# load_unit

load_unit, clock distribution:
The bar under the picture is 20 microns long.
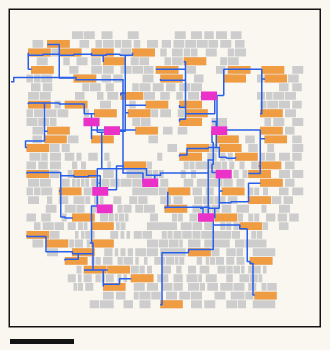

File: src/rtl/load_pkg.sv
// Load-type codes and width constant for the load path.
// The decoder, datamem and load unit all use these definitions.
// The optional misalignment check is enabled with the LOAD_MISALIGN_CHK_EN macro.
package load_pkg;

    // Data and address width. Only 32 is supported.
    localparam int XLEN = 32;

    // Load-type codes carried on info_load. Codes 6 and 7 are reserved.
    localparam logic [2:0] LD_NONE = 3'd0;
    localparam logic [2:0] LB      = 3'd1;
    localparam logic [2:0] LH      = 3'd2;
    localparam logic [2:0] LW      = 3'd3;
    localparam logic [2:0] LBU     = 3'd4;
    localparam logic [2:0] LHU     = 3'd5;

    // True for the two byte-sized load types.
    function automatic logic is_byte_load(input logic [2:0] info);
        return (info == LB) || (info == LBU);
    endfunction

    // True for the two halfword-sized load types.
    function automatic logic is_half_load(input logic [2:0] info);
        return (info == LH) || (info == LHU);
    endfunction

    // True for load types that sign-extend their result.
    function automatic logic is_signed_load(input logic [2:0] info);
        return (info == LB) || (info == LH);
    endfunction

    // An access is misaligned when a halfword starts on an odd byte or a
    // word does not start on a word boundary. Byte loads never misalign.
    // Reserved codes and LD_NONE do not access memory, so they never
    // report a misalignment.
    function automatic logic is_misaligned(input logic [2:0] info,
                                           input logic [1:0] rem);
        return (is_half_load(info) && rem[0]) ||
               ((info == LW) && (rem != 2'd0));
    endfunction

endpackage : load_pkg

File: src/rtl/load_extract.sv
// Combinational lane select and sign/zero extension for loads.
// Bytes are numbered little-endian within the word: lane n is bits [8n+7:8n].
// A halfword starting at lane 3 does not wrap into the next word; its high
// byte reads as zero.
module load_extract
    import load_pkg::*;
(
    input  logic [2:0]      info_load,
    input  logic [XLEN-1:0] addr_data,
    input  logic [1:0]      addr_rem,
    output logic [XLEN-1:0] data
);

    logic [7:0]  byte_lane;
    logic [15:0] half_lane;

    // Pick the addressed byte and the halfword that starts at that byte.
    always_comb begin
        // NOTE: every output of an always_comb gets a value before any branch,
        // so no path can leave it unassigned and infer a latch.
        byte_lane = 8'h00;
        half_lane = 16'h0000;
        unique case (addr_rem)
            2'd0: begin
                byte_lane = addr_data[7:0];
                half_lane = addr_data[15:0];
            end
            2'd1: begin
                byte_lane = addr_data[15:8];
                half_lane = addr_data[23:8];
            end
            2'd2: begin
                byte_lane = addr_data[23:16];
                half_lane = addr_data[31:16];
            end
            2'd3: begin
                byte_lane = addr_data[31:24];
                half_lane = {8'h00, addr_data[31:24]};
            end
            default: begin
                byte_lane = 8'h00;
                half_lane = 16'h0000;
            end
        endcase
    end

    // Extend the selected lane to the full width according to the load type.
    always_comb begin
        data = '0;
        if (is_byte_load(info_load)) begin
            if (is_signed_load(info_load)) begin
                data = {{(XLEN-8){byte_lane[7]}}, byte_lane};
            end else begin
                data = {{(XLEN-8){1'b0}}, byte_lane};
            end
        end else if (is_half_load(info_load)) begin
            if (is_signed_load(info_load)) begin
                data = {{(XLEN-16){half_lane[15]}}, half_lane};
            end else begin
                data = {{(XLEN-16){1'b0}}, half_lane};
            end
        end else if (info_load == LW) begin
            data = addr_data;
        end
    end

endmodule : load_extract

File: src/rtl/load_unit.sv
// Load alignment/extension stage with a one-cycle registered output.
// Every cycle is accepted. When in_valid is low, data and addr_q hold their
// previous values and out_valid drops.
// Optional feature: define LOAD_MISALIGN_CHK_EN to add the registered
// misalign flag.
module load_unit
    import load_pkg::*;
#(
    parameter int XLEN = load_pkg::XLEN
) (
    input  logic            clk,
    input  logic            rst_n,
    input  logic            in_valid,
    input  logic [2:0]      info_load,
    input  logic [XLEN-1:0] addr_data,
    input  logic [1:0]      addr_rem,
    input  logic [XLEN-1:0] alu_result,
`ifdef LOAD_MISALIGN_CHK_EN
    output logic            misalign,
`endif
    output logic [XLEN-1:0] data,
    output logic            out_valid,
    output logic [XLEN-1:0] addr_q
);

    logic [XLEN-1:0] extracted;

    load_extract u_extract (
        .info_load (info_load),
        .addr_data (addr_data),
        .addr_rem  (addr_rem),
        .data      (extracted)
    );

    // Output register stage. Reset takes priority over a request in the same cycle.
    always_ff @(posedge clk) begin
        // NOTE: state updates use non-blocking assignments, so every register
        // samples values from before the edge regardless of statement order.
        if (!rst_n) begin
            data      <= '0;
            addr_q    <= '0;
            out_valid <= 1'b0;
        end else begin
            out_valid <= in_valid;
            if (in_valid) begin
                data   <= extracted;
                addr_q <= alu_result;
            end
        end
    end

`ifdef LOAD_MISALIGN_CHK_EN
    // Misalignment flag. It is cleared on idle cycles, so it is only
    // asserted alongside out_valid.
    always_ff @(posedge clk) begin
        if (!rst_n) begin
            misalign <= 1'b0;
        end else begin
            misalign <= in_valid && is_misaligned(info_load, addr_rem);
        end
    end
`endif

endmodule : load_unit

File: config.mk
export PLATFORM = sky130hd
export DESIGN_NAME = load_unit
export DESIGN_NICKNAME = d
export VERILOG_FILES = /design/src/rtl/load_pkg.sv /design/src/rtl/load_extract.sv /design/src/rtl/load_unit.sv
export SDC_FILE = /design/constraint.sdc
export NUM_CORES = 1
export LEC_CHECK = 0
export CAP_MARGIN = 5
export CORE_AREA = 5 5 92 94
export CTS_CLUSTER_SIZE = 30
export DETAILED_ROUTE_END_ITERATION = 10
export DIE_AREA = 0 0 97 99
export MAX_ROUTING_LAYER = met4
export PLACE_DENSITY = 0.85
export SETUP_SLACK_MARGIN = 0.3
export SYNTH_ARGS = -nofsm -noshare
export SYNTH_HDL_FRONTEND = slang
export SYNTH_SLANG_ARGS = --single-unit
File: constraint.sdc
create_clock -name clk -period 2 [get_ports clk]
set_input_delay 0.4 -clock clk [delete_from_list [all_inputs] [get_ports clk]]
set_output_delay 0.4 -clock clk [all_outputs]
set_load 0.03 [all_outputs]
# seq_alu_flat

--- config.mk ---
export PLATFORM = sky130hd
export DESIGN_NAME = seq_alu_flat
export DESIGN_NICKNAME = d
export VERILOG_FILES = /design/src/rtl/seq_alu_pkg.sv /design/src/rtl/seq_alu_if.sv /design/src/rtl/seq_alu_muldiv.sv /design/src/rtl/seq_alu.sv /design/src/flat_wrapper.sv
export SDC_FILE = /design/constraint.sdc
export NUM_CORES = 1
export LEC_CHECK = 0
export CAP_MARGIN = 20
export CORE_MARGIN = 3
export CORE_UTILIZATION = 50
export CTS_CLUSTER_DIAMETER = 150
export CTS_CLUSTER_SIZE = 14
export DETAILED_ROUTE_END_ITERATION = 16
export HOLD_SLACK_MARGIN = 0.1
export PLACE_DENSITY = 0.78
export SYNTH_ARGS = -nofsm -noshare
export SYNTH_HDL_FRONTEND = slang
export SYNTH_SLANG_ARGS = --single-unit
--- constraint.sdc ---
create_clock -name clk -period 9.35 [get_ports clk]
set_input_delay 2.805 -clock clk [delete_from_list [all_inputs] [get_ports clk]]
set_output_delay 2.805 -clock clk [all_outputs]
set_load 0.03 [all_outputs]
--- src/rtl/seq_alu_pkg.sv ---
// seq_alu shared definitions: opcodes, FSM state encoding, flag bit indices.
package seq_alu_pkg;

    localparam logic [2:0] OP_AND  = 3'b000;
    localparam logic [2:0] OP_OR   = 3'b001;
    localparam logic [2:0] OP_XOR  = 3'b010;
    localparam logic [2:0] OP_XNOR = 3'b011;
    localparam logic [2:0] OP_ADD  = 3'b100;
    localparam logic [2:0] OP_SUB  = 3'b101;
    localparam logic [2:0] OP_MUL  = 3'b110;
    localparam logic [2:0] OP_DIV  = 3'b111;

    typedef enum logic [1:0] {
        ST_IDLE = 2'd0,
        ST_BUSY = 2'd1,
        ST_DONE = 2'd2
    } state_e;

    localparam int unsigned FLAG_ZERO    = 0;
    localparam int unsigned FLAG_CARRY   = 1;
    localparam int unsigned FLAG_OVF     = 2;
    localparam int unsigned FLAG_DZ      = 3;
    localparam int unsigned FLAG_ILLEGAL = 4;
    localparam int unsigned NUM_FLAGS    = 5;

    // MUL and DIV are the only opcodes with both upper bits set
    function automatic logic is_muldiv(input logic [2:0] op);
        return op[2] & op[1];
    endfunction

endpackage

--- src/rtl/seq_alu_if.sv ---
// seq_alu operand/result handshake bundle. The master side presents operands and
// consumes results; the slave side is the ALU.
interface seq_alu_if #(
    parameter int unsigned WIDTH = 16
);
    logic             in_valid;
    logic             in_ready;
    logic [WIDTH-1:0] a;
    logic [WIDTH-1:0] b;
    logic [2:0]       op;
    logic             out_valid;
    logic             out_ready;
    logic [WIDTH-1:0] result;
    logic [WIDTH-1:0] result_hi;
    logic             flag_zero;
    logic             flag_carry;
    logic             flag_ovf;
    logic             flag_dz;
    logic             flag_illegal;

    modport master (
        output in_valid, a, b, op, out_ready,
        input  in_ready, out_valid, result, result_hi,
        input  flag_zero, flag_carry, flag_ovf, flag_dz, flag_illegal
    );

    modport slave (
        input  in_valid, a, b, op, out_ready,
        output in_ready, out_valid, result, result_hi,
        output flag_zero, flag_carry, flag_ovf, flag_dz, flag_illegal
    );
endinterface

--- src/rtl/seq_alu_muldiv.sv ---
// Iterative unsigned multiply (shift-add) / divide (restoring) unit.
// start loads the operands; one step per cycle follows for WIDTH cycles. done is
// high during the cycle that computes the final step, and lo_next/hi_next carry
// that step's result so the caller can register it on the same edge.
module seq_alu_muldiv
    import seq_alu_pkg::*;
#(
    parameter int unsigned WIDTH = 16
) (
    input  logic             clk,
    input  logic             rst_n,
    input  logic             start,
    input  logic             is_div,
    input  logic [WIDTH-1:0] a,
    input  logic [WIDTH-1:0] b,
    output logic             done,
    output logic [WIDTH-1:0] lo_next,
    output logic [WIDTH-1:0] hi_next
);
    localparam int unsigned CW = $clog2(WIDTH + 1);

    logic             run_q;
    logic             div_q;
    logic [CW-1:0]    cnt_q;
    logic [WIDTH-1:0] hi_q, hi_d;
    logic [WIDTH-1:0] lo_q, lo_d;
    logic [WIDTH-1:0] b_q;
    logic [WIDTH:0]   shifted;
    logic [WIDTH:0]   trial;
    logic [WIDTH:0]   sum;

    assign done    = run_q && (cnt_q == CW'(WIDTH - 1));
    assign lo_next = lo_d;
    assign hi_next = hi_d;

    // One iteration: hi holds partial product / remainder, lo holds multiplier / quotient
    always_comb begin
        hi_d    = hi_q;
        lo_d    = lo_q;
        shifted = {hi_q, lo_q[WIDTH-1]};
        trial   = shifted - {1'b0, b_q};
        sum     = {1'b0, hi_q} + (lo_q[0] ? {1'b0, b_q} : '0);
        if (div_q) begin
            // b == 0 always "fits": quotient fills with ones and a shifts into hi
            if (!trial[WIDTH]) begin
                hi_d = trial[WIDTH-1:0];
                lo_d = {lo_q[WIDTH-2:0], 1'b1};
            end else begin
                hi_d = shifted[WIDTH-1:0];
                lo_d = {lo_q[WIDTH-2:0], 1'b0};
            end
        end else begin
            hi_d = sum[WIDTH:1];
            lo_d = {sum[0], lo_q[WIDTH-1:1]};
        end
    end

    // Operand load, iteration counter and datapath registers
    always_ff @(posedge clk) begin
        if (!rst_n) begin
            run_q <= 1'b0;
            div_q <= 1'b0;
            cnt_q <= '0;
            hi_q  <= '0;
            lo_q  <= '0;
            b_q   <= '0;
        end else if (start) begin
            run_q <= 1'b1;
            div_q <= is_div;
            cnt_q <= '0;
            hi_q  <= '0;
            lo_q  <= a;
            b_q   <= b;
        end else if (run_q) begin
            hi_q  <= hi_d;
            lo_q  <= lo_d;
            cnt_q <= cnt_q + CW'(1);
            if (done) begin
                run_q <= 1'b0;
            end
        end
    end

endmodule

--- src/rtl/seq_alu.sv ---
// seq_alu: handshaked ALU with registered result/flags. Logic and add/sub ops
// finish one cycle after acceptance; MUL/DIV run on an iterative unit for WIDTH
// cycles when SEQ_ALU_MULDIV_EN is defined, otherwise they report flag_illegal.
module seq_alu
    import seq_alu_pkg::*;
#(
    parameter int unsigned WIDTH = 16
) (
    input logic  clk,
    input logic  rst_n,
    seq_alu_if.slave bus
);
    state_e                 state_q, state_d;
    logic [WIDTH-1:0]       result_q, result_d;
    logic [WIDTH-1:0]       hi_q, hi_d;
    logic [NUM_FLAGS-1:0]   flags_q, flags_d;
    logic                   accept;
    logic [WIDTH-1:0]       alu_res;
    logic [NUM_FLAGS-1:0]   alu_flags;
    logic [WIDTH:0]         sum;
    logic [WIDTH:0]         diff;

    assign accept = bus.in_valid && (state_q == ST_IDLE);

`ifdef SEQ_ALU_MULDIV_EN
    logic             div_q;
    logic             dz_q;
    logic             md_start;
    logic             md_done;
    logic [WIDTH-1:0] md_lo;
    logic [WIDTH-1:0] md_hi;

    assign md_start = accept && is_muldiv(bus.op);

    seq_alu_muldiv #(
        .WIDTH (WIDTH)
    ) u_muldiv (
        .clk     (clk),
        .rst_n   (rst_n),
        .start   (md_start),
        .is_div  (bus.op[0]),
        .a       (bus.a),
        .b       (bus.b),
        .done    (md_done),
        .lo_next (md_lo),
        .hi_next (md_hi)
    );

    // Remember which iterative op is in flight and whether it divides by zero
    always_ff @(posedge clk) begin
        if (!rst_n) begin
            div_q <= 1'b0;
            dz_q  <= 1'b0;
        end else if (md_start) begin
            div_q <= bus.op[0];
            dz_q  <= (bus.b == '0);
        end
    end
`endif

    // Single-cycle datapath straight from the presented operands
    always_comb begin
        alu_res   = '0;
        alu_flags = '0;
        sum       = {1'b0, bus.a} + {1'b0, bus.b};
        diff      = {1'b0, bus.a} - {1'b0, bus.b};
        case (bus.op)
            OP_AND:  alu_res = bus.a & bus.b;
            OP_OR:   alu_res = bus.a | bus.b;
            OP_XOR:  alu_res = bus.a ^ bus.b;
            OP_XNOR: alu_res = ~(bus.a ^ bus.b);
            OP_ADD: begin
                alu_res               = sum[WIDTH-1:0];
                alu_flags[FLAG_CARRY] = sum[WIDTH];
                alu_flags[FLAG_OVF]   = (bus.a[WIDTH-1] == bus.b[WIDTH-1]) &&
                                        (sum[WIDTH-1] != bus.a[WIDTH-1]);
            end
            OP_SUB: begin
                alu_res               = diff[WIDTH-1:0];
                alu_flags[FLAG_CARRY] = diff[WIDTH];
                alu_flags[FLAG_OVF]   = (bus.a[WIDTH-1] != bus.b[WIDTH-1]) &&
                                        (diff[WIDTH-1] != bus.a[WIDTH-1]);
            end
            // MUL/DIV only land here when the iterative unit is absent
            default: alu_flags[FLAG_ILLEGAL] = 1'b1;
        endcase
        if (!alu_flags[FLAG_ILLEGAL]) begin
            alu_flags[FLAG_ZERO] = (alu_res == '0);
        end
    end

    // FSM next state and output-register loads
    always_comb begin
        state_d  = state_q;
        result_d = result_q;
        hi_d     = hi_q;
        flags_d  = flags_q;
        unique case (state_q)
            ST_IDLE: begin
                if (accept) begin
`ifdef SEQ_ALU_MULDIV_EN
                    if (is_muldiv(bus.op)) begin
                        state_d = ST_BUSY;
                    end else begin
                        result_d = alu_res;
                        hi_d     = '0;
                        flags_d  = alu_flags;
                        state_d  = ST_DONE;
                    end
`else
                    result_d = alu_res;
                    hi_d     = '0;
                    flags_d  = alu_flags;
                    state_d  = ST_DONE;
`endif
                end
            end
            ST_BUSY: begin
`ifdef SEQ_ALU_MULDIV_EN
                if (md_done) begin
                    result_d            = md_lo;
                    hi_d                = md_hi;
                    flags_d             = '0;
                    flags_d[FLAG_ZERO]  = (md_lo == '0);
                    flags_d[FLAG_OVF]   = !div_q && (md_hi != '0);
                    flags_d[FLAG_DZ]    = div_q && dz_q;
                    state_d             = ST_DONE;
                end
`else
                state_d = ST_IDLE;
`endif
            end
            ST_DONE: begin
                if (bus.out_ready) begin
                    state_d = ST_IDLE;
                end
            end
            default: state_d = ST_IDLE;
        endcase
    end

    // State and output registers
    always_ff @(posedge clk) begin
        if (!rst_n) begin
            state_q  <= ST_IDLE;
            result_q <= '0;
            hi_q     <= '0;
            flags_q  <= '0;
        end else begin
            state_q  <= state_d;
            result_q <= result_d;
            hi_q     <= hi_d;
            flags_q  <= flags_d;
        end
    end

    assign bus.in_ready     = (state_q == ST_IDLE);
    assign bus.out_valid    = (state_q == ST_DONE);
    assign bus.result       = result_q;
    assign bus.result_hi    = hi_q;
    assign bus.flag_zero    = flags_q[FLAG_ZERO];
    assign bus.flag_carry   = flags_q[FLAG_CARRY];
    assign bus.flag_ovf     = flags_q[FLAG_OVF];
    assign bus.flag_dz      = flags_q[FLAG_DZ];
    // Never set when the iterative unit is present, so it is constant 0 there
    assign bus.flag_illegal = flags_q[FLAG_ILLEGAL];

endmodule

--- src/flat_wrapper.sv ---
// flat-port wrapper written by rule: the top's interface ports become plain ports
module seq_alu_flat import seq_alu_pkg::*;
#(
    parameter int unsigned WIDTH = 16
)
  (clk, rst_n, bus_in_valid, bus_a, bus_b, bus_op, bus_out_ready, bus_in_ready, bus_out_valid, bus_result, bus_result_hi, bus_flag_zero, bus_flag_carry, bus_flag_ovf, bus_flag_dz, bus_flag_illegal);
  seq_alu_if #(.WIDTH(WIDTH)) bus_i ();
  input logic clk;
  input logic rst_n;
  input wire logic [$bits(bus_i.in_valid)-1:0] bus_in_valid;
  input wire logic [$bits(bus_i.a)-1:0] bus_a;
  input wire logic [$bits(bus_i.b)-1:0] bus_b;
  input wire logic [$bits(bus_i.op)-1:0] bus_op;
  input wire logic [$bits(bus_i.out_ready)-1:0] bus_out_ready;
  output wire logic [$bits(bus_i.in_ready)-1:0] bus_in_ready;
  output wire logic [$bits(bus_i.out_valid)-1:0] bus_out_valid;
  output wire logic [$bits(bus_i.result)-1:0] bus_result;
  output wire logic [$bits(bus_i.result_hi)-1:0] bus_result_hi;
  output wire logic [$bits(bus_i.flag_zero)-1:0] bus_flag_zero;
  output wire logic [$bits(bus_i.flag_carry)-1:0] bus_flag_carry;
  output wire logic [$bits(bus_i.flag_ovf)-1:0] bus_flag_ovf;
  output wire logic [$bits(bus_i.flag_dz)-1:0] bus_flag_dz;
  output wire logic [$bits(bus_i.flag_illegal)-1:0] bus_flag_illegal;
  assign bus_i.in_valid = bus_in_valid;
  assign bus_i.a = bus_a;
  assign bus_i.b = bus_b;
  assign bus_i.op = bus_op;
  assign bus_i.out_ready = bus_out_ready;
  assign bus_in_ready = bus_i.in_ready;
  assign bus_out_valid = bus_i.out_valid;
  assign bus_result = bus_i.result;
  assign bus_result_hi = bus_i.result_hi;
  assign bus_flag_zero = bus_i.flag_zero;
  assign bus_flag_carry = bus_i.flag_carry;
  assign bus_flag_ovf = bus_i.flag_ovf;
  assign bus_flag_dz = bus_i.flag_dz;
  assign bus_flag_illegal = bus_i.flag_illegal;
  seq_alu #(.WIDTH(WIDTH)) u_core (.clk(clk), .rst_n(rst_n), .bus(bus_i));
endmodule
# fpu_issue_ctrl

===== config.mk =====
export PLATFORM = sky130hd
export DESIGN_NAME = fpu_issue_ctrl
export DESIGN_NICKNAME = d
export VERILOG_FILES = /design/src/rtl/fpu_issue_ctrl.sv
export SDC_FILE = /design/constraint.sdc
export NUM_CORES = 1
export LEC_CHECK = 0
export ABC_AREA = 1
export ABC_CLOCK_PERIOD_IN_PS = 2100
export CAP_MARGIN = 0
export CORE_ASPECT_RATIO = 0.8
export CORE_MARGIN = 2
export CORE_UTILIZATION = 30
export DETAILED_ROUTE_END_ITERATION = 10
export SETUP_SLACK_MARGIN = 0.4
export SLEW_MARGIN = 20
export SYNTH_ARGS = -nofsm -noshare
export SYNTH_HDL_FRONTEND = slang
export SYNTH_SLANG_ARGS = --single-unit

===== constraint.sdc =====
create_clock -name clk -period 2.1 [get_ports clk]
set_clock_uncertainty 0.05 [all_clocks]
set_input_delay 0.315 -clock clk [delete_from_list [all_inputs] [get_ports clk]]
set_output_delay 0.315 -clock clk [all_outputs]
set_load 0.03 [all_outputs]

===== src/rtl/fpu_issue_ctrl.sv =====
// Initiator side of the FPU op/fin interface: latches one issued op, holds it on the
// FPU inputs until fin (or watchdog expiry), then presents the result for writeback.
module fpu_issue_ctrl #(
    parameter logic [3:0]  IDLE_OP    = 4'b1101,
    parameter int unsigned MAX_CYCLES = 16,
    parameter int unsigned CNT_W      = 5
) (
    input  logic        clk,
    input  logic        rstn,
    input  logic        req_valid,
    output logic        req_ready,
    input  logic [3:0]  req_op,
    input  logic [31:0] req_src0,
    input  logic [31:0] req_src1,
    input  logic [4:0]  req_rd,
    output logic [31:0] fpu_src0,
    output logic [31:0] fpu_src1,
    output logic [3:0]  fpu_op,
    input  logic [31:0] fpu_result,
    input  logic        fpu_fin,
    output logic        wb_valid,
    input  logic        wb_ready,
    output logic [31:0] wb_data,
    output logic [4:0]  wb_rd,
    output logic        wb_int,
    output logic        busy,
    output logic        timeout
);

    typedef enum logic [1:0] {IDLE, EXEC, WB} state_t;

    state_t           state_q;
    logic [3:0]       fpu_op_q;
    logic [31:0]      fpu_src0_q;
    logic [31:0]      fpu_src1_q;
    logic             wb_valid_q;
    logic [31:0]      wb_data_q;
    logic [4:0]       wb_rd_q;
    logic             wb_int_q;
    logic             timeout_q;
    logic [CNT_W-1:0] cnt_q;
    logic             accept;

    assign req_ready = (state_q == IDLE) | ((state_q == WB) & wb_ready);
    assign accept    = req_valid & req_ready;
    assign busy      = (state_q != IDLE);

    assign fpu_op    = fpu_op_q;
    assign fpu_src0  = fpu_src0_q;
    assign fpu_src1  = fpu_src1_q;
    assign wb_valid  = wb_valid_q;
    assign wb_data   = wb_data_q;
    assign wb_rd     = wb_rd_q;
    assign wb_int    = wb_int_q;
    assign timeout   = timeout_q;

    always_ff @(posedge clk) begin
        if (!rstn) begin
            state_q    <= IDLE;
            fpu_op_q   <= IDLE_OP;
            fpu_src0_q <= '0;
            fpu_src1_q <= '0;
            wb_valid_q <= 1'b0;
            wb_data_q  <= '0;
            wb_rd_q    <= '0;
            wb_int_q   <= 1'b0;
            timeout_q  <= 1'b0;
            cnt_q      <= '0;
        end else if (accept) begin
            // Accept happens from IDLE or from WB on the writeback handshake (no bubble).
            state_q    <= EXEC;
            fpu_op_q   <= req_op;
            fpu_src0_q <= req_src0;
            fpu_src1_q <= req_src1;
            wb_rd_q    <= req_rd;
            wb_int_q   <= (req_op[3:2] == 2'b10);
            wb_valid_q <= 1'b0;
            cnt_q      <= '0;
        end else begin
            case (state_q)
                EXEC: begin
                    cnt_q <= cnt_q + 1'b1;
                    if (fpu_fin) begin
                        wb_data_q  <= fpu_result;
                        wb_valid_q <= 1'b1;
                        fpu_op_q   <= IDLE_OP;
                        state_q    <= WB;
                    end else if (cnt_q == CNT_W'(MAX_CYCLES - 1)) begin
                        timeout_q  <= 1'b1;
                        wb_data_q  <= '0;
                        wb_valid_q <= 1'b1;
                        fpu_op_q   <= IDLE_OP;
                        state_q    <= WB;
                    end
                end
                WB: begin
                    if (wb_ready) begin
                        wb_valid_q <= 1'b0;
                        state_q    <= IDLE;
                    end
                end
                default: begin
                    fpu_op_q <= IDLE_OP;
                end
            endcase
        end
    end

endmodule


# psum_drain_collector

<file path="src/rtl/psum_drain_collector_pkg.sv">
// Shared widths and helpers for the GEMV partial-sum drain path.
// Imported by the collector, its FIFO and the array controller.
package psum_drain_collector_pkg;

  function automatic int sum_w(input int data_width);
    return 2 * data_width;
  endfunction

  function automatic int vec_w(input int data_width,
                               input int cols);
    return 2 * data_width * cols;
  endfunction

  function automatic int clog2(input int v);
    int r;
    r = 0;
    while ((1 << r) < v) r++;
    return r;
  endfunction

endpackage

</file>
<file path="src/rtl/sync_fifo.sv">
// Result-vector FIFO with a registered head and sticky overflow.
// Ports: push/wdata in, out_ready/out_valid/rdata out, count, overflow.
module sync_fifo
  import psum_drain_collector_pkg::*;
#(
  parameter int width = 8,
  parameter int depth = 4
) (
  input  logic                    clk,
  input  logic                    rst_n,
  input  logic                    clear,
  input  logic                    push,
  input  logic [width-1:0]        wdata,
  input  logic                    out_ready,
  output logic                    out_valid,
  output logic [width-1:0]        rdata,
  output logic [clog2(depth):0]   count,
  output logic                    overflow
);

  localparam int AW = clog2(depth);
  localparam int CW = AW + 1;

  logic [width-1:0] mem [depth];
  logic [AW-1:0]    rd_ptr;
  logic [AW-1:0]    wr_ptr;
  logic [CW-1:0]    cnt;

  logic             empty;
  logic             full;
  logic             do_pop;
  logic             do_push;
  logic             drop;
  logic [CW-1:0]    cnt_pop;
  logic [AW-1:0]    rd_next;
  logic [width-1:0] head_nxt;

  assign empty   = (cnt == '0);
  assign full    = (cnt == CW'(depth));
  assign do_pop  = out_ready && !empty;
  assign do_push = push && (!full || do_pop);
  assign drop    = push && full && !do_pop;
  assign cnt_pop = cnt - CW'(do_pop);
  assign rd_next = rd_ptr + AW'(do_pop);

  // Head register is preloaded with whatever will sit at the
  // read pointer after this edge; an entry written into a
  // FIFO that drains empty this edge comes straight from wdata.
  assign head_nxt = (do_push && cnt_pop == '0) ? wdata
                  : mem[rd_next];

  always_ff @(posedge clk or negedge rst_n) begin
    if (!rst_n) begin
      rd_ptr   <= '0;
      wr_ptr   <= '0;
      cnt      <= '0;
      rdata    <= '0;
      overflow <= 1'b0;
    end else if (clear) begin
      rd_ptr   <= '0;
      wr_ptr   <= '0;
      cnt      <= '0;
      overflow <= 1'b0;
    end else begin
      rd_ptr <= rd_next;
      wr_ptr <= wr_ptr + AW'(do_push);
      cnt    <= cnt_pop + CW'(do_push);
      if (do_push || cnt_pop != '0) rdata <= head_nxt;
      if (drop) overflow <= 1'b1;
    end
  end

  always_ff @(posedge clk) begin
    if (do_push && !clear) mem[wr_ptr] <= wdata;
  end

  assign out_valid = !empty;
  assign count     = cnt;

endmodule

</file>
<file path="src/rtl/psum_drain_collector.sv">
// De-skews bottom-row PE column sums into aligned result vectors.
// Ports: sum_valid/in_sum in, out_valid/out_ready/out_sum, count.
module psum_drain_collector
  import psum_drain_collector_pkg::*;
#(
  parameter int data_width         = 19,
  parameter int w_tile_column_size = 2,
  parameter int fifo_depth         = 4
) (
  input  logic clk,
  input  logic rst_n,
  input  logic clear,
  input  logic sum_valid,
  input  logic [vec_w(data_width, w_tile_column_size)-1:0] in_sum,
  output logic out_valid,
  input  logic out_ready,
  output logic [vec_w(data_width, w_tile_column_size)-1:0] out_sum,
  output logic [clog2(fifo_depth):0] fifo_count,
  output logic overflow
);

  localparam int SW = sum_w(data_width);
  localparam int VW = vec_w(data_width, w_tile_column_size);
  localparam int N  = w_tile_column_size;

  logic [VW-1:0] aligned;
  logic          aligned_valid;

  // Column c arrives c cycles late, so it waits N-1-c cycles
  // to line up with the last column.
  for (genvar c = 0; c < N; c++) begin : g_col
    localparam int D = N - 1 - c;
    if (D == 0) begin : g_pass
      assign aligned[c*SW +: SW] = in_sum[c*SW +: SW];
    end else begin : g_dly
      logic [SW-1:0] dl [D];
      always_ff @(posedge clk or negedge rst_n) begin
        if (!rst_n) begin
          for (int i = 0; i < D; i++) dl[i] <= '0;
        end else begin
          dl[0] <= in_sum[c*SW +: SW];
          for (int i = 1; i < D; i++) dl[i] <= dl[i-1];
        end
      end
      assign aligned[c*SW +: SW] = dl[D-1];
    end
  end

  if (N == 1) begin : g_vld_pass
    assign aligned_valid = sum_valid;
  end else begin : g_vld_dly
    logic [N-2:0] vld;
    always_ff @(posedge clk or negedge rst_n) begin
      if (!rst_n) begin
        vld <= '0;
      end else if (clear) begin
        vld <= '0;
      end else begin
        vld <= (vld << 1) | (N-1)'(sum_valid);
      end
    end
    assign aligned_valid = vld[N-2];
  end

  sync_fifo #(
    .width (VW),
    .depth (fifo_depth)
  ) u_fifo (
    .clk       (clk),
    .rst_n     (rst_n),
    .clear     (clear),
    .push      (aligned_valid),
    .wdata     (aligned),
    .out_ready (out_ready),
    .out_valid (out_valid),
    .rdata     (out_sum),
    .count     (fifo_count),
    .overflow  (overflow)
  );

endmodule

</file>
<file path="config.mk">
export PLATFORM = sky130hd
export DESIGN_NAME = psum_drain_collector
export DESIGN_NICKNAME = d
export VERILOG_FILES = /design/src/rtl/psum_drain_collector_pkg.sv /design/src/rtl/sync_fifo.sv /design/src/rtl/psum_drain_collector.sv
export SDC_FILE = /design/constraint.sdc
export NUM_CORES = 1
export LEC_CHECK = 0
export CAP_MARGIN = 20
export CORE_MARGIN = 1
export CORE_UTILIZATION = 45
export CTS_BUF_LIST = sky130_fd_sc_hd__clkbuf_4
export DETAILED_ROUTE_END_ITERATION = 16
export PLACE_DENSITY = 0.7
export RECOVER_POWER = 100
export SLEW_MARGIN = 20
export SYNTH_ARGS = -nofsm -noshare
export SYNTH_HDL_FRONTEND = slang
export SYNTH_HIERARCHICAL = 1
export SYNTH_SLANG_ARGS = --single-unit
</file>
<file path="constraint.sdc">
create_clock -name clk -period 18.3 [get_ports clk]
set_input_delay 2.745 -clock clk [delete_from_list [all_inputs] [get_ports clk]]
set_output_delay 2.745 -clock clk [all_outputs]
set_load 0.02 [all_outputs]
</file>

==> gallery <==
Clock routing.
image #1
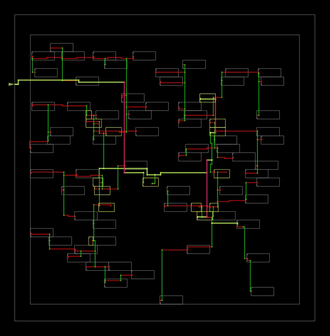
image #2
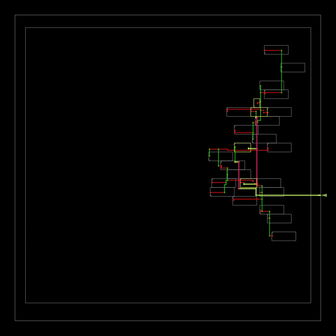
image #3
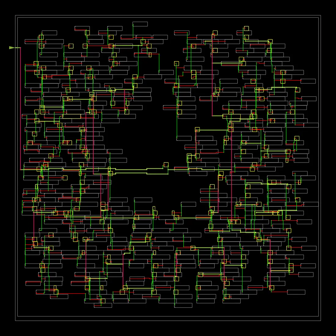
image #4
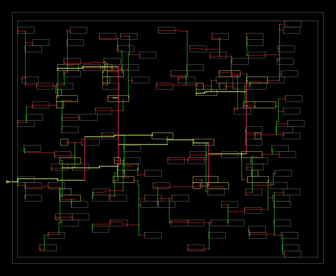
psum_drain_collector: image #3
seq_alu_flat: image #2
load_unit: image #1
fpu_issue_ctrl: image #4

psum_drain_collector, sizing map:
The bar under the picture is 50 microns long.
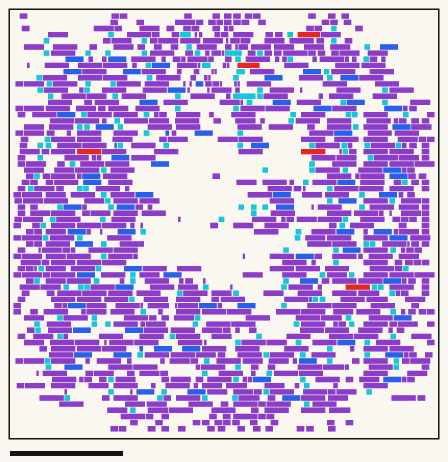
Key: x2 = blue [cells 73, share 6.8%, most used mux4_2]; x6 and larger = red [cells 5, share 0.47%, most used bufinv_16]; x1 and smaller = purple [cells 809, share 75%, most used edfxtp_1]; x3 and x4 = cyan [cells 187, share 17%, most used clkbuf_4]

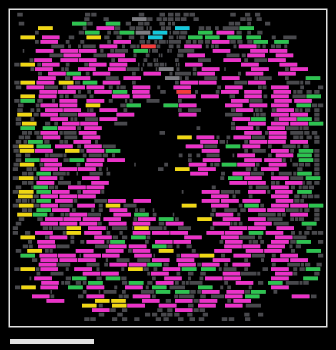
psum_drain_collector: register map, names as in the netlist
The bar under the picture is 50 microns long.
Key: u_fifo/mem = magenta [sequential cells 304, where widely spread]; u_fifo/count = cyan [sequential cells 3]; g_col.g_dly.dl = yellow [sequential cells 38]; u_fifo/rdata = green [sequential cells 76, where widely spread]; u_fifo/rd_ptr = red [sequential cells 2]

==> CHANGELOG.md, psum_drain_collector <==
## Implementation

- Status: finished with violations
- Failing checks: capacitance limit, slew limit
- Mapped cell area: 15700 sq um
- Most common logic cells in the final layout: edfxtp_1 (304), clkbuf_4 (178), dlygate4sd3_1 (159)
- Max-Cap Viols: 12
- Slew headroom: -186%
- Core area: 34500 sq um
- Tool warnings: 27
- #FFs+latches synth: 427
- Pwr dens: 155 nW/um^2
- Setup TNS: 0 ps
- IO Pins: 162
- CTS hold repair buffers: 0
- Fin. max-slew vios: 534
- Min-delay worst type: register to register
- Worst Path Arrival: 9240 ps
- Die Area: 35700 sq um
- Routability cong.: 0.739
- Global-route wire length before repair: 49100 microns
- Total sequential power: 0.00121 W
- Layout Nets: 1065
- Largest net degree at the start of global routing: 78
- Final instance area: 19300 sq um
- AO/OA Area Share: 4.94%
- Max Used Layer: met5
==> psum_drain_collector: final timing paths <==
check / from / to / slack (ps) / cells past startpoint
hold / removal: g_col[0].g_dly.dl[21]$_DFF_PN0_ / u_fifo/mem[0][21]$_DFFE_PP_ / 490 / 0
setup reg to reg: u_fifo/count[2]$_DFF_PN0_ / u_fifo/rdata[73]$_DFFE_PN0P_ / 11420 / 7
min in group asynchronous: rst_n / u_fifo/rdata[42]$_DFFE_PN0P_ / 3530 / 1
max in group asynchronous: rst_n / g_col[0].g_dly.dl[22]$_DFF_PN0_ / 10430 / 2
hold reg to reg: g_col[0].g_dly.dl[21]$_DFF_PN0_ / u_fifo/mem[0][21]$_DFFE_PP_ / 490 / 0
setup / recovery: out_ready / u_fifo/rdata[73]$_DFFE_PN0P_ / 9660 / 7
==> psum_drain_collector: cell type report <==
type,count,area (sq um),area share (%)
inverters,3,11.3,0.0583
flip-flops and latches,427,12200,63.2
multi-input cells,266,3290,17.0
clock buffers,178,1340,6.92
repair buffers,176,1720,8.93
well taps,455,569,2.95
clock inverters,24,171,0.887
diodes,1,2.50,0.0130
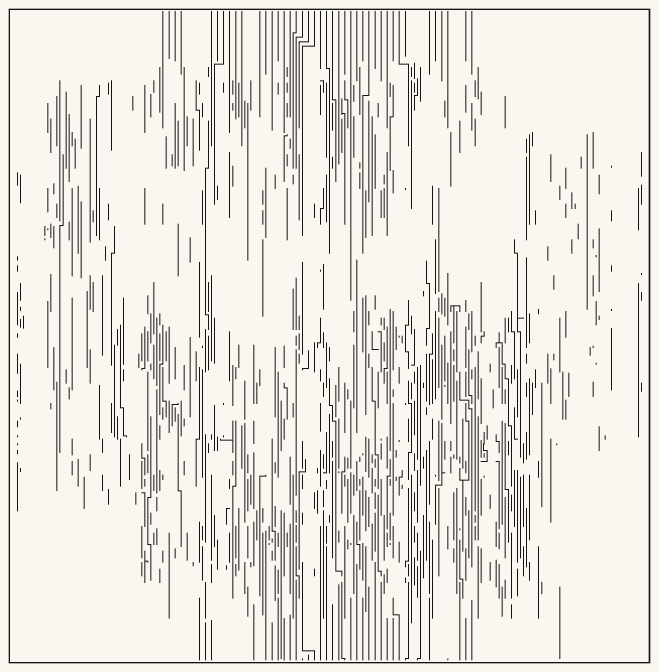
load_unit: metal 2
The layer carries 4780 microns of wire. The wires run mostly vertical.

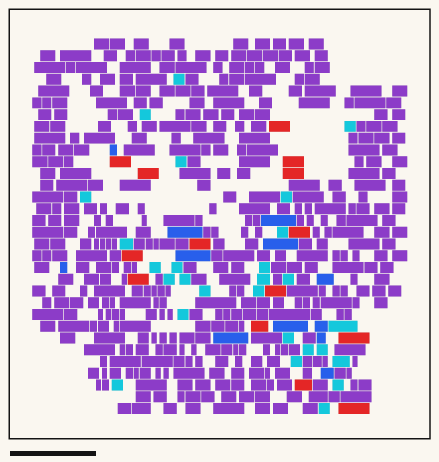
load_unit: sizing map
The bar under the picture is 20 microns long.
Key: x3 and x4 = cyan [cells 27, share 5.7%, most used buf_4]; x1 and smaller = purple [cells 418, share 89%, most used dlygate4sd2_1]; x2 = blue [cells 12, share 2.5%, most used mux4_2]; x6 and larger = red [cells 14, share 3.0%, most used clkbuf_8]

## Picture notes: 'clock distribution' of load_unit
Key: flip-flops = orange [count 65]; clock wires = blue [length 826 microns]; clock-net drivers = magenta [count 9]
Position of the flops: widely spread.

==> CHANGELOG.md, load_unit <==
## Implementation

- Die height: 99 microns
- Hold Path Origin: addr_data[23]
- Initial antenna violation count: 0
- Comb. pwr: 0.000842 W
- Status: complete, no violations
- RSZ-0062 raised after global routing: false
- FFs w/ async S/R, synth: 0%
- Cells after Synth: 323
- Total track usage: 20.2%
- Slew @ Worst Pin: 597 ps
- Die X: 97 microns
- Clock share of power: 30.2%
- Post-DP HPWL: 7430 microns
- Post-CTS sizing: 71
- Critical path depth: 6
- Ant. Diodes: 0
- Skew final: 0 ps
- Die Area: 9600 sq um
- Drt first pass iters: 5
- Crit path to: data[29]$_SDFFE_PN0P_
- Final count of hold timing violations: 0
- Global-route wire length before repair: 15300 microns
- Clock transition at the registers of the reported paths: 70 ps
- Most frequent logic cell in the layout: dlygate4sd2_1
- Worst-path maximum fanout: 16
## load_unit: layer usage
layer	vias to the layer above	track usage [%]
met5	-	-
met4	0	7.88
met3	20	5.73
met2	153	32.2
met1	1441	24.1
li1	1468	-
## load_unit: layout make-up
cell class / count / area share [%]
multi-input cells: 230 / 34.9
flip-flops and latches: 65 / 27.4
repair buffers: 161 / 31.4
clock inverters: 4 / 0.631
clock buffers: 11 / 2.97
well taps: 102 / 2.68
## load_unit: sequential cells by signal, indices dropped and copies added (netlist names)
signal / cells
addr_q: 32
data: 32
out_valid: 1
## load_unit: kinds of logic after synthesis
logic type	synth area share, %
AND-OR/OR-AND	21.7
buffers and inverters	4.15
AND/OR/NAND/NOR	12.4
flip-flops	42.3
multiplexers	19.5
## load_unit: through the flow
stage / hold WS (ps) / std cells / total power [W] / setup slack (ps) / TNS (ps)
final: 508 / 573 / 0.00325 / 347 / 0
after global routing: 547 / 573 / 0.00341 / 307 / 0
after CTS: 520 / 573 / 0.00327 / 299 / 0
after detailed placement: 504 / 558 / 0.00235 / -234 / -5930
after global placement: 495 / 558 / 0.00233 / -153 / -3740
after floorplan: 520 / 323 / 0.00192 / 309 / 0
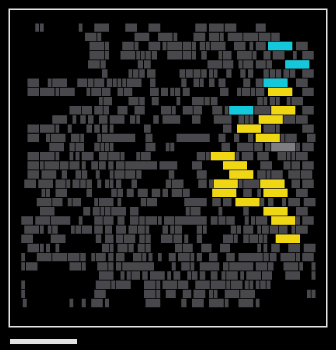
seq_alu_flat: register map, names as in the netlist
The bar under the picture is 20 microns long.
Key: u_core.flags_q = cyan [sequential cells 4, where upper right]; u_core.bus.result = yellow [sequential cells 16, where middle right]
Another 1 sequential cells are not colored.

==> CHANGELOG.md, seq_alu_flat <==
## Implementation

- Most common logic cells in the final layout: clkdlybuf4s50_1 (59), inv_1 (56), ha_1 (48)
- Utilization after layout: 58.8%
- RR Startpoint: u_core.state_q[1]$_SDFFE_PN0P_
- Mean Syn Cell Area: 7.51 sq um
- Total track usage: 23.2%
- Hold Path Origin: u_core.bus.result[1]$_SDFFE_PN0P_
- Die X: 93.6 microns
- Largest net degree at the start of global routing: 64
- Clock transition at the registers of the reported paths: 80 ps
- Hold Path Stages: 2
- Tmin final: 6010 ps
- CTS tree: yes
- # DRC: 0
- Cells after Synth: 511
- EDFF count, synth: 0
- Logic inverters: 57
- Reg2Reg Setup Slack: 8060 ps
- Std-Cell Rows: 31
- Combinational Power Share: 60.9%
- R2R cell count: 5
- Met1 wire length: 4680 microns
- Status: complete, no violations
- Fillers: 698
-- seq_alu_flat: state kept, by name, summed over array words and instances, names as in the netlist --
name / count
u_core.bus.result: 16
u_core.state_q: 1
u_core.flags_q: 4
-- seq_alu_flat: cell families after synthesis --
kind of cell | synth area share, %
AOI/OAI and AO/OA | 31.9
and+or+nand+nor | 19.0
buffers and inverters | 15.1
xor gates and xnor gates | 3.65
other | 0.0977
DFF | 10.9
adders and majority gates | 16.7
muxes | 2.61
-- seq_alu_flat: Yosys cell counts (all sizes together) (8+ instances only) --
library cell	instances
a2111oi	8
a211oi	21
a21oi	38
a31oi	10
buf	44
dfxtp	21
ha	48
inv	56
mux2i	10
nand2	34
nand3	16
nor2	46
nor2b	8
nor3	12
o211ai	9
o21ai	27
xnor2	8
xor2	8
-- seq_alu_flat: through the flow --
stage / setup slack, ps / instances
finish: 3340 / 645
CTS: 3440 / 645
floorplan: 4140 / 527
global placement: 3230 / 641
global route: 3230 / 645
detailed placement: 3200 / 641
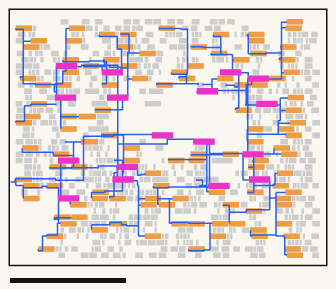
fpu_issue_ctrl: clock distribution
The bar under the picture is 50 microns long.
Key: flip-flops = orange [count 114]; clock-net drivers = magenta [count 17]; clock wires = blue [length 1530 microns]
Position of the flops: widely spread. There are 18 routed clock nets.

==> CHANGELOG.md, fpu_issue_ctrl <==
## Implementation

- Status: complete, no violations
- CTS hold repair buffers: 0
- Yosys xor share: 0.417%
- Synth area leader: dfxtp_1
- Synth logic family: simple AND/OR/NAND/NOR gates
- Fin crit share: 79.2%
- WP buf/inv: 1
- Yosys stat chip area: 4200 sq um
- Final worst setup slack: 437 ps
- Well tap count: 180
- Std-Cell Rows: 38
- Yosys simple share: 24.6%
- Sw Ratio: 27.7%
- Post-synth net total: 638
- Slew headroom: 72.7%
- Fin. max-slew vios: 0
- Crit. Startpoint: cnt_q[1]$_SDFFE_PP0P_
- Share of cells above drive strength 1: 10.4%
- IO Port Bufs: 219
- Max-Cap Viols: 0
- Distinct cells, synth: 24
-- fpu_issue_ctrl: stage by stage --
step | area [sq um] | instances | hold slack (ps)
floorplan | 4200 | 526 | 350
global placement | 6500 | 899 | 394
detailed placement | 6500 | 899 | 401
CTS | 6970 | 932 | 392
global route | 7100 | 936 | 402
finish | 7100 | 936 | 404
-- fpu_issue_ctrl: final timing paths --
check	end	slack, ps	depth (start not counted)
setup / recovery	wb_data[24]$_SDFFE_PN0P_	440	9
hold / removal	fpu_op[0]$_SDFFE_PN1P_	400	2
setup reg to reg	wb_data[24]$_SDFFE_PN0P_	440	9
hold reg to reg	fpu_op[0]$_SDFFE_PN1P_	400	2
-- fpu_issue_ctrl: Yosys cell counts --
library cell	number
a21oi_1	105
xor2_1	1
nor3_1	2
o21ai_0	1
nand3_2	1
nor2_4	3
nor2_1	11
nand4_1	3
xnor2_1	1
nand2_2	1
inv_1	10
inv_2	5
clkbuf_1	11
buf_2	8
nor3b_1	1
nand3_1	39
buf_1	3
ha_1	2
a211oi_1	1
or2_2	1
buf_6	13
nand2_1	188
dfxtp_1	114
buf_4	1

# value_change_monitor

File: src/rtl/value_change_monitor.sv
// ---------------------------------------------------------------------------
// value_change_monitor
//
// Watches three words (x, y, z) at every rising clock edge. When sampling is
// enabled and any word differs from the previous sample, or it is the first
// sample after reset, a record {ts, x, y, z} is pushed into a small
// first-word-fall-through FIFO. A downstream reader drains the FIFO with a
// valid/ready handshake.
//
// Optional feature macro: MON_DROP_COUNT_EN
//   defined   : drop_cnt is an 8-bit saturating count of dropped records
//   undefined : counter logic is compiled out, drop_cnt is tied to zero
//
// Parameters
//   W      width of each observed word
//   TS_W   width of the free-running cycle timestamp
//   DEPTH  FIFO entries (power of two, >= 2)
//
// Ports
//   clk        rising-edge clock
//   rst_n      asynchronous active-low reset
//   mon_en     sampling enable (the timestamp runs regardless)
//   x, y, z    observed words
//   rec_valid  head record available
//   rec_ready  reader accepts the head record
//   rec_ts     timestamp of the head record
//   rec_x/y/z  captured words of the head record
//   ovf        sticky flag: at least one record was dropped
//   ovf_clr    clears ovf and drop_cnt (a same-cycle drop takes priority)
//   drop_cnt   saturating dropped-record count
// ---------------------------------------------------------------------------
module value_change_monitor #(
    parameter int W     = 32,
    parameter int TS_W  = 16,
    parameter int DEPTH = 8
) (
    input  logic            clk,
    input  logic            rst_n,
    input  logic            mon_en,
    input  logic [W-1:0]    x,
    input  logic [W-1:0]    y,
    input  logic [W-1:0]    z,
    output logic            rec_valid,
    input  logic            rec_ready,
    output logic [TS_W-1:0] rec_ts,
    output logic [W-1:0]    rec_x,
    output logic [W-1:0]    rec_y,
    output logic [W-1:0]    rec_z,
    output logic            ovf,
    input  logic            ovf_clr,
    output logic [7:0]      drop_cnt
);

    localparam int AW    = $clog2(DEPTH);
    localparam int CW    = AW + 1;
    localparam int REC_W = TS_W + 3 * W;

    // -----------------------------------------------------------------------
    // State
    // -----------------------------------------------------------------------
    logic [TS_W-1:0]  ts_r;
    logic [W-1:0]     prev_x_r;
    logic [W-1:0]     prev_y_r;
    logic [W-1:0]     prev_z_r;
    logic             first_r;

    logic [REC_W-1:0] mem_r [DEPTH];
    logic [AW-1:0]    wr_ptr_r;
    logic [AW-1:0]    rd_ptr_r;
    logic [CW-1:0]    count_r;
    logic             rec_valid_r;
    logic [REC_W-1:0] head_r;
    logic             ovf_r;

    // -----------------------------------------------------------------------
    // Combinational control
    // -----------------------------------------------------------------------
    logic             change_s;
    logic             push_req_s;
    logic             pop_s;
    logic             full_s;
    logic             drop_s;
    logic             push_s;
    logic [REC_W-1:0] push_data_s;
    logic [AW-1:0]    rd_ptr_next_s;
    logic [CW-1:0]    count_next_s;
    logic [REC_W-1:0] head_next_s;

    // Change detection, handshake decode and drop decision
    always_comb begin
        change_s    = first_r
                    || (x != prev_x_r)
                    || (y != prev_y_r)
                    || (z != prev_z_r);
        push_req_s  = mon_en && change_s;
        pop_s       = rec_valid_r && rec_ready;
        full_s      = (count_r == CW'(DEPTH));
        // A pop in the same cycle frees the slot, so only a full FIFO with
        // no pop loses the incoming record.
        drop_s      = push_req_s && full_s && !pop_s;
        push_s      = push_req_s && !drop_s;
        push_data_s = {ts_r, x, y, z};
    end

    // Next read pointer and occupancy
    always_comb begin
        rd_ptr_next_s = rd_ptr_r;
        count_next_s  = count_r;
        if (pop_s) begin
            rd_ptr_next_s = rd_ptr_r + AW'(1'b1);
        end else begin
            rd_ptr_next_s = rd_ptr_r;
        end
        case ({push_s, pop_s})
            2'b10:   count_next_s = count_r + CW'(1'b1);
            2'b01:   count_next_s = count_r - CW'(1'b1);
            default: count_next_s = count_r;
        endcase
    end

    // Next head record: the output registers always hold what the FIFO head
    // will be after this edge. When the new head is the slot being written
    // right now, the write data is forwarded because the array is not yet
    // updated. An empty FIFO keeps the last payload.
    always_comb begin
        head_next_s = head_r;
        if (count_next_s == CW'(1'b0)) begin
            head_next_s = head_r;
        end else if (push_s && (rd_ptr_next_s == wr_ptr_r)) begin
            head_next_s = push_data_s;
        end else begin
            head_next_s = mem_r[rd_ptr_next_s];
        end
    end

    // -----------------------------------------------------------------------
    // Sequential logic
    // -----------------------------------------------------------------------

    // Free-running timestamp, wraps naturally at 2^TS_W
    always_ff @(posedge clk or negedge rst_n) begin
        if (!rst_n) begin
            ts_r <= {TS_W{1'b0}};
        end else begin
            ts_r <= ts_r + TS_W'(1'b1);
        end
    end

    // Previous-sample registers and first-sample flag, frozen while disabled
    always_ff @(posedge clk or negedge rst_n) begin
        if (!rst_n) begin
            prev_x_r <= {W{1'b0}};
            prev_y_r <= {W{1'b0}};
            prev_z_r <= {W{1'b0}};
            first_r  <= 1'b1;
        end else if (mon_en) begin
            prev_x_r <= x;
            prev_y_r <= y;
            prev_z_r <= z;
            first_r  <= 1'b0;
        end
    end

    // Record storage array; contents are only read once written, so no reset
    always_ff @(posedge clk) begin
        if (push_s) begin
            mem_r[wr_ptr_r] <= push_data_s;
        end
    end

    // FIFO pointers, occupancy and registered head/valid outputs
    always_ff @(posedge clk or negedge rst_n) begin
        if (!rst_n) begin
            wr_ptr_r    <= {AW{1'b0}};
            rd_ptr_r    <= {AW{1'b0}};
            count_r     <= {CW{1'b0}};
            rec_valid_r <= 1'b0;
            head_r      <= {REC_W{1'b0}};
        end else begin
            if (push_s) begin
                wr_ptr_r <= wr_ptr_r + AW'(1'b1);
            end
            rd_ptr_r    <= rd_ptr_next_s;
            count_r     <= count_next_s;
            rec_valid_r <= (count_next_s != CW'(1'b0));
            head_r      <= head_next_s;
        end
    end

    // Sticky overflow flag; a drop outranks a same-cycle clear
    always_ff @(posedge clk or negedge rst_n) begin
        if (!rst_n) begin
            ovf_r <= 1'b0;
        end else if (drop_s) begin
            ovf_r <= 1'b1;
        end else if (ovf_clr) begin
            ovf_r <= 1'b0;
        end
    end

`ifdef MON_DROP_COUNT_EN
    logic [7:0] drop_cnt_r;

    // Saturating drop counter; a drop in the clear cycle restarts it at one
    always_ff @(posedge clk or negedge rst_n) begin
        if (!rst_n) begin
            drop_cnt_r <= 8'd0;
        end else if (drop_s) begin
            if (ovf_clr) begin
                drop_cnt_r <= 8'd1;
            end else if (drop_cnt_r != 8'd255) begin
                drop_cnt_r <= drop_cnt_r + 8'd1;
            end
        end else if (ovf_clr) begin
            drop_cnt_r <= 8'd0;
        end
    end

    assign drop_cnt = drop_cnt_r;
`else
    assign drop_cnt = 8'd0;
`endif

    // -----------------------------------------------------------------------
    // Outputs
    // -----------------------------------------------------------------------
    assign rec_valid = rec_valid_r;
    assign rec_ts    = head_r[REC_W-1 -: TS_W];
    assign rec_x     = head_r[3*W-1 -: W];
    assign rec_y     = head_r[2*W-1 -: W];
    assign rec_z     = head_r[W-1:0];
    assign ovf       = ovf_r;

endmodule
File: config.mk
export PLATFORM = sky130hd
export DESIGN_NAME = value_change_monitor
export DESIGN_NICKNAME = d
export VERILOG_FILES = /design/src/rtl/value_change_monitor.sv
export SDC_FILE = /design/constraint.sdc
export NUM_CORES = 1
export LEC_CHECK = 0
export CAP_MARGIN = 40
export CORE_MARGIN = 3
export CORE_UTILIZATION = 45
export CTS_CLUSTER_SIZE = 16
export DETAILED_ROUTE_END_ITERATION = 6
export RECOVER_POWER = 50
export SKIP_LAST_GASP = 1
export SLEW_MARGIN = 20
export SYNTH_ARGS = -nofsm -noshare
export SYNTH_HDL_FRONTEND = slang
export SYNTH_SLANG_ARGS = --single-unit
export TNS_END_PERCENT = 20
File: constraint.sdc
create_clock -name clk -period 16.12 [get_ports clk]
set_input_delay 1.612 -clock clk [delete_from_list [all_inputs] [get_ports clk]]
set_output_delay 1.612 -clock clk [all_outputs]
set_load 0.005 [all_outputs]
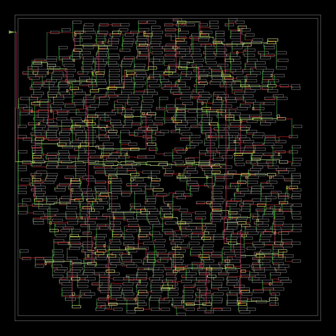
value_change_monitor: clock routing
skew final: 26.1 ps
total clock sinks: 1133
Layout clock buffers: 170
Insertion Delay late pin: 690 ps

==> CHANGELOG.md <==
## Implementation

- Multi-In Gates: 2172
- Final ANT Viol Nets: 0
- RR Startpoint: prev_z_r[21]$_DFFE_PN0P_
- Placement Setup Slack: 8130 ps
- Pwr top: combinational logic
- Fraction of standard cell area that is sequential: 60.5%
- Tightest hold margin: 484 ps
- Fin. max-slew vios: 184
- Dpl cell area: 50600 sq um
- Met3 Resource Use GR: 3.99%
- Max-Cap Viols: 3
- AO/OA Area Share: 0.862%
- Register share after synthesis: 70.7%
- Postcts setup bufs: 0
- Utilization after layout: 53.1%
- Ant. Diodes: 15
- Startpoint type of the worst setup path: input port
- Crit end category: register
- Crit path to: head_r[8]$_DFFE_PN0P_
- Failing checks: capacitance limit, slew limit
- Status: finished with violations
- Max Used Layer: met5
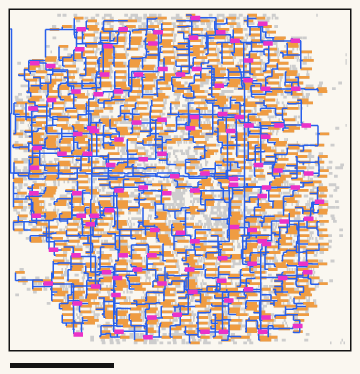
value_change_monitor: clock distribution
The bar under the picture is 100 microns long.
Key: clock-net drivers = magenta [count 115]; flip-flops = orange [count 1133]; clock wires = blue [length 13200 microns]
Position of the flops: widely spread.

-- kinds of logic after synthesis --
kind of cell | Yosys count
and+or+nand+nor | 1667
DFF | 1133
muxes | 368
buffers and inverters | 242
xor gates and xnor gates | 74
AOI/OAI and AO/OA | 49
adders and majority gates | 6
other | 1
-- registers in the layout, indices dropped and copies added, names as in the netlist --
signal	cells
mem_r	896
ts_r	16
rec_valid	1
prev_y_r	32
ovf	1
count_r	4
wr_ptr_r	3
rd_ptr_r	3
head_r	112
first_r	1
prev_x_r	32
prev_z_r	32
-- placed cells by master, fill, tap and decap left out, types with 24 or more instances in the layout --
| cell type | Yosys | routed |
|---|---|---|
| xnor2_1 | 50 | 49 |
| clkdlybuf4s50_1 | 0 | 116 |
| nor2b_1 | 37 | 37 |
| mux2_2 | 284 | 284 |
| mux2i_1 | 58 | 57 |
| edfxtp_1 | 896 | 896 |
| nand2_1 | 940 | 940 |
| buf_4 | 8 | 40 |
| inv_1 | 30 | 29 |
| dlygate4sd3_1 | 0 | 96 |
| nand2b_1 | 24 | 24 |
| clkbuf_16 | 0 | 119 |
| dfrtp_1 | 236 | 236 |
| nand3_1 | 610 | 610 |
| clkbuf_1 | 161 | 57 |


## Gallery

Sizing map.
shot_01.png
The bar under the picture is 100 microns long.
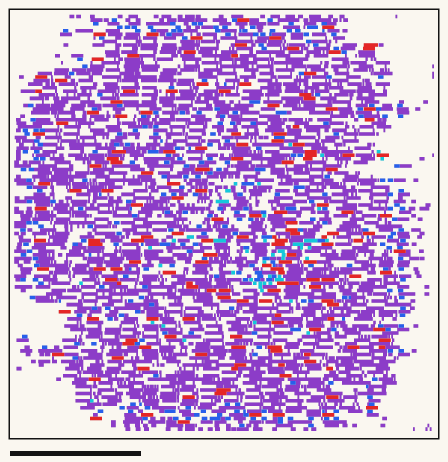
shot_02.png
The bar under the picture is 50 microns long.
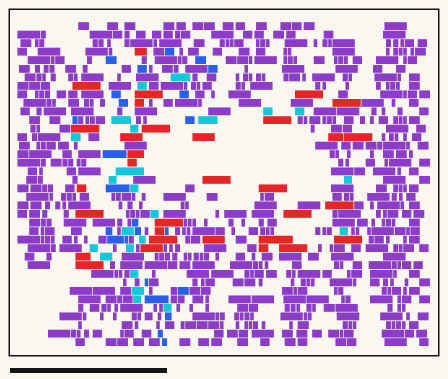
shot_03.png
The bar under the picture is 20 microns long.
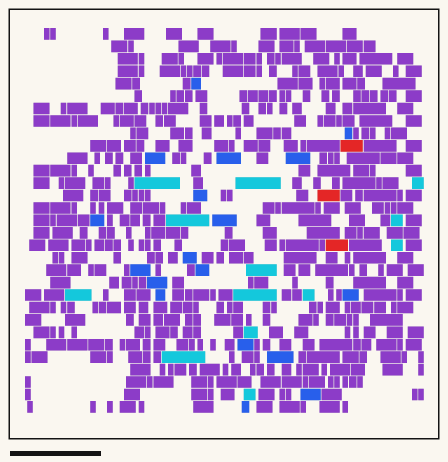
- shot_02.png = fpu_issue_ctrl
- shot_03.png = seq_alu_flat
- shot_01.png = value_change_monitor
- most cells: shot_01.png
- largest die: shot_01.png

Power and IR drop assume default switching activity.
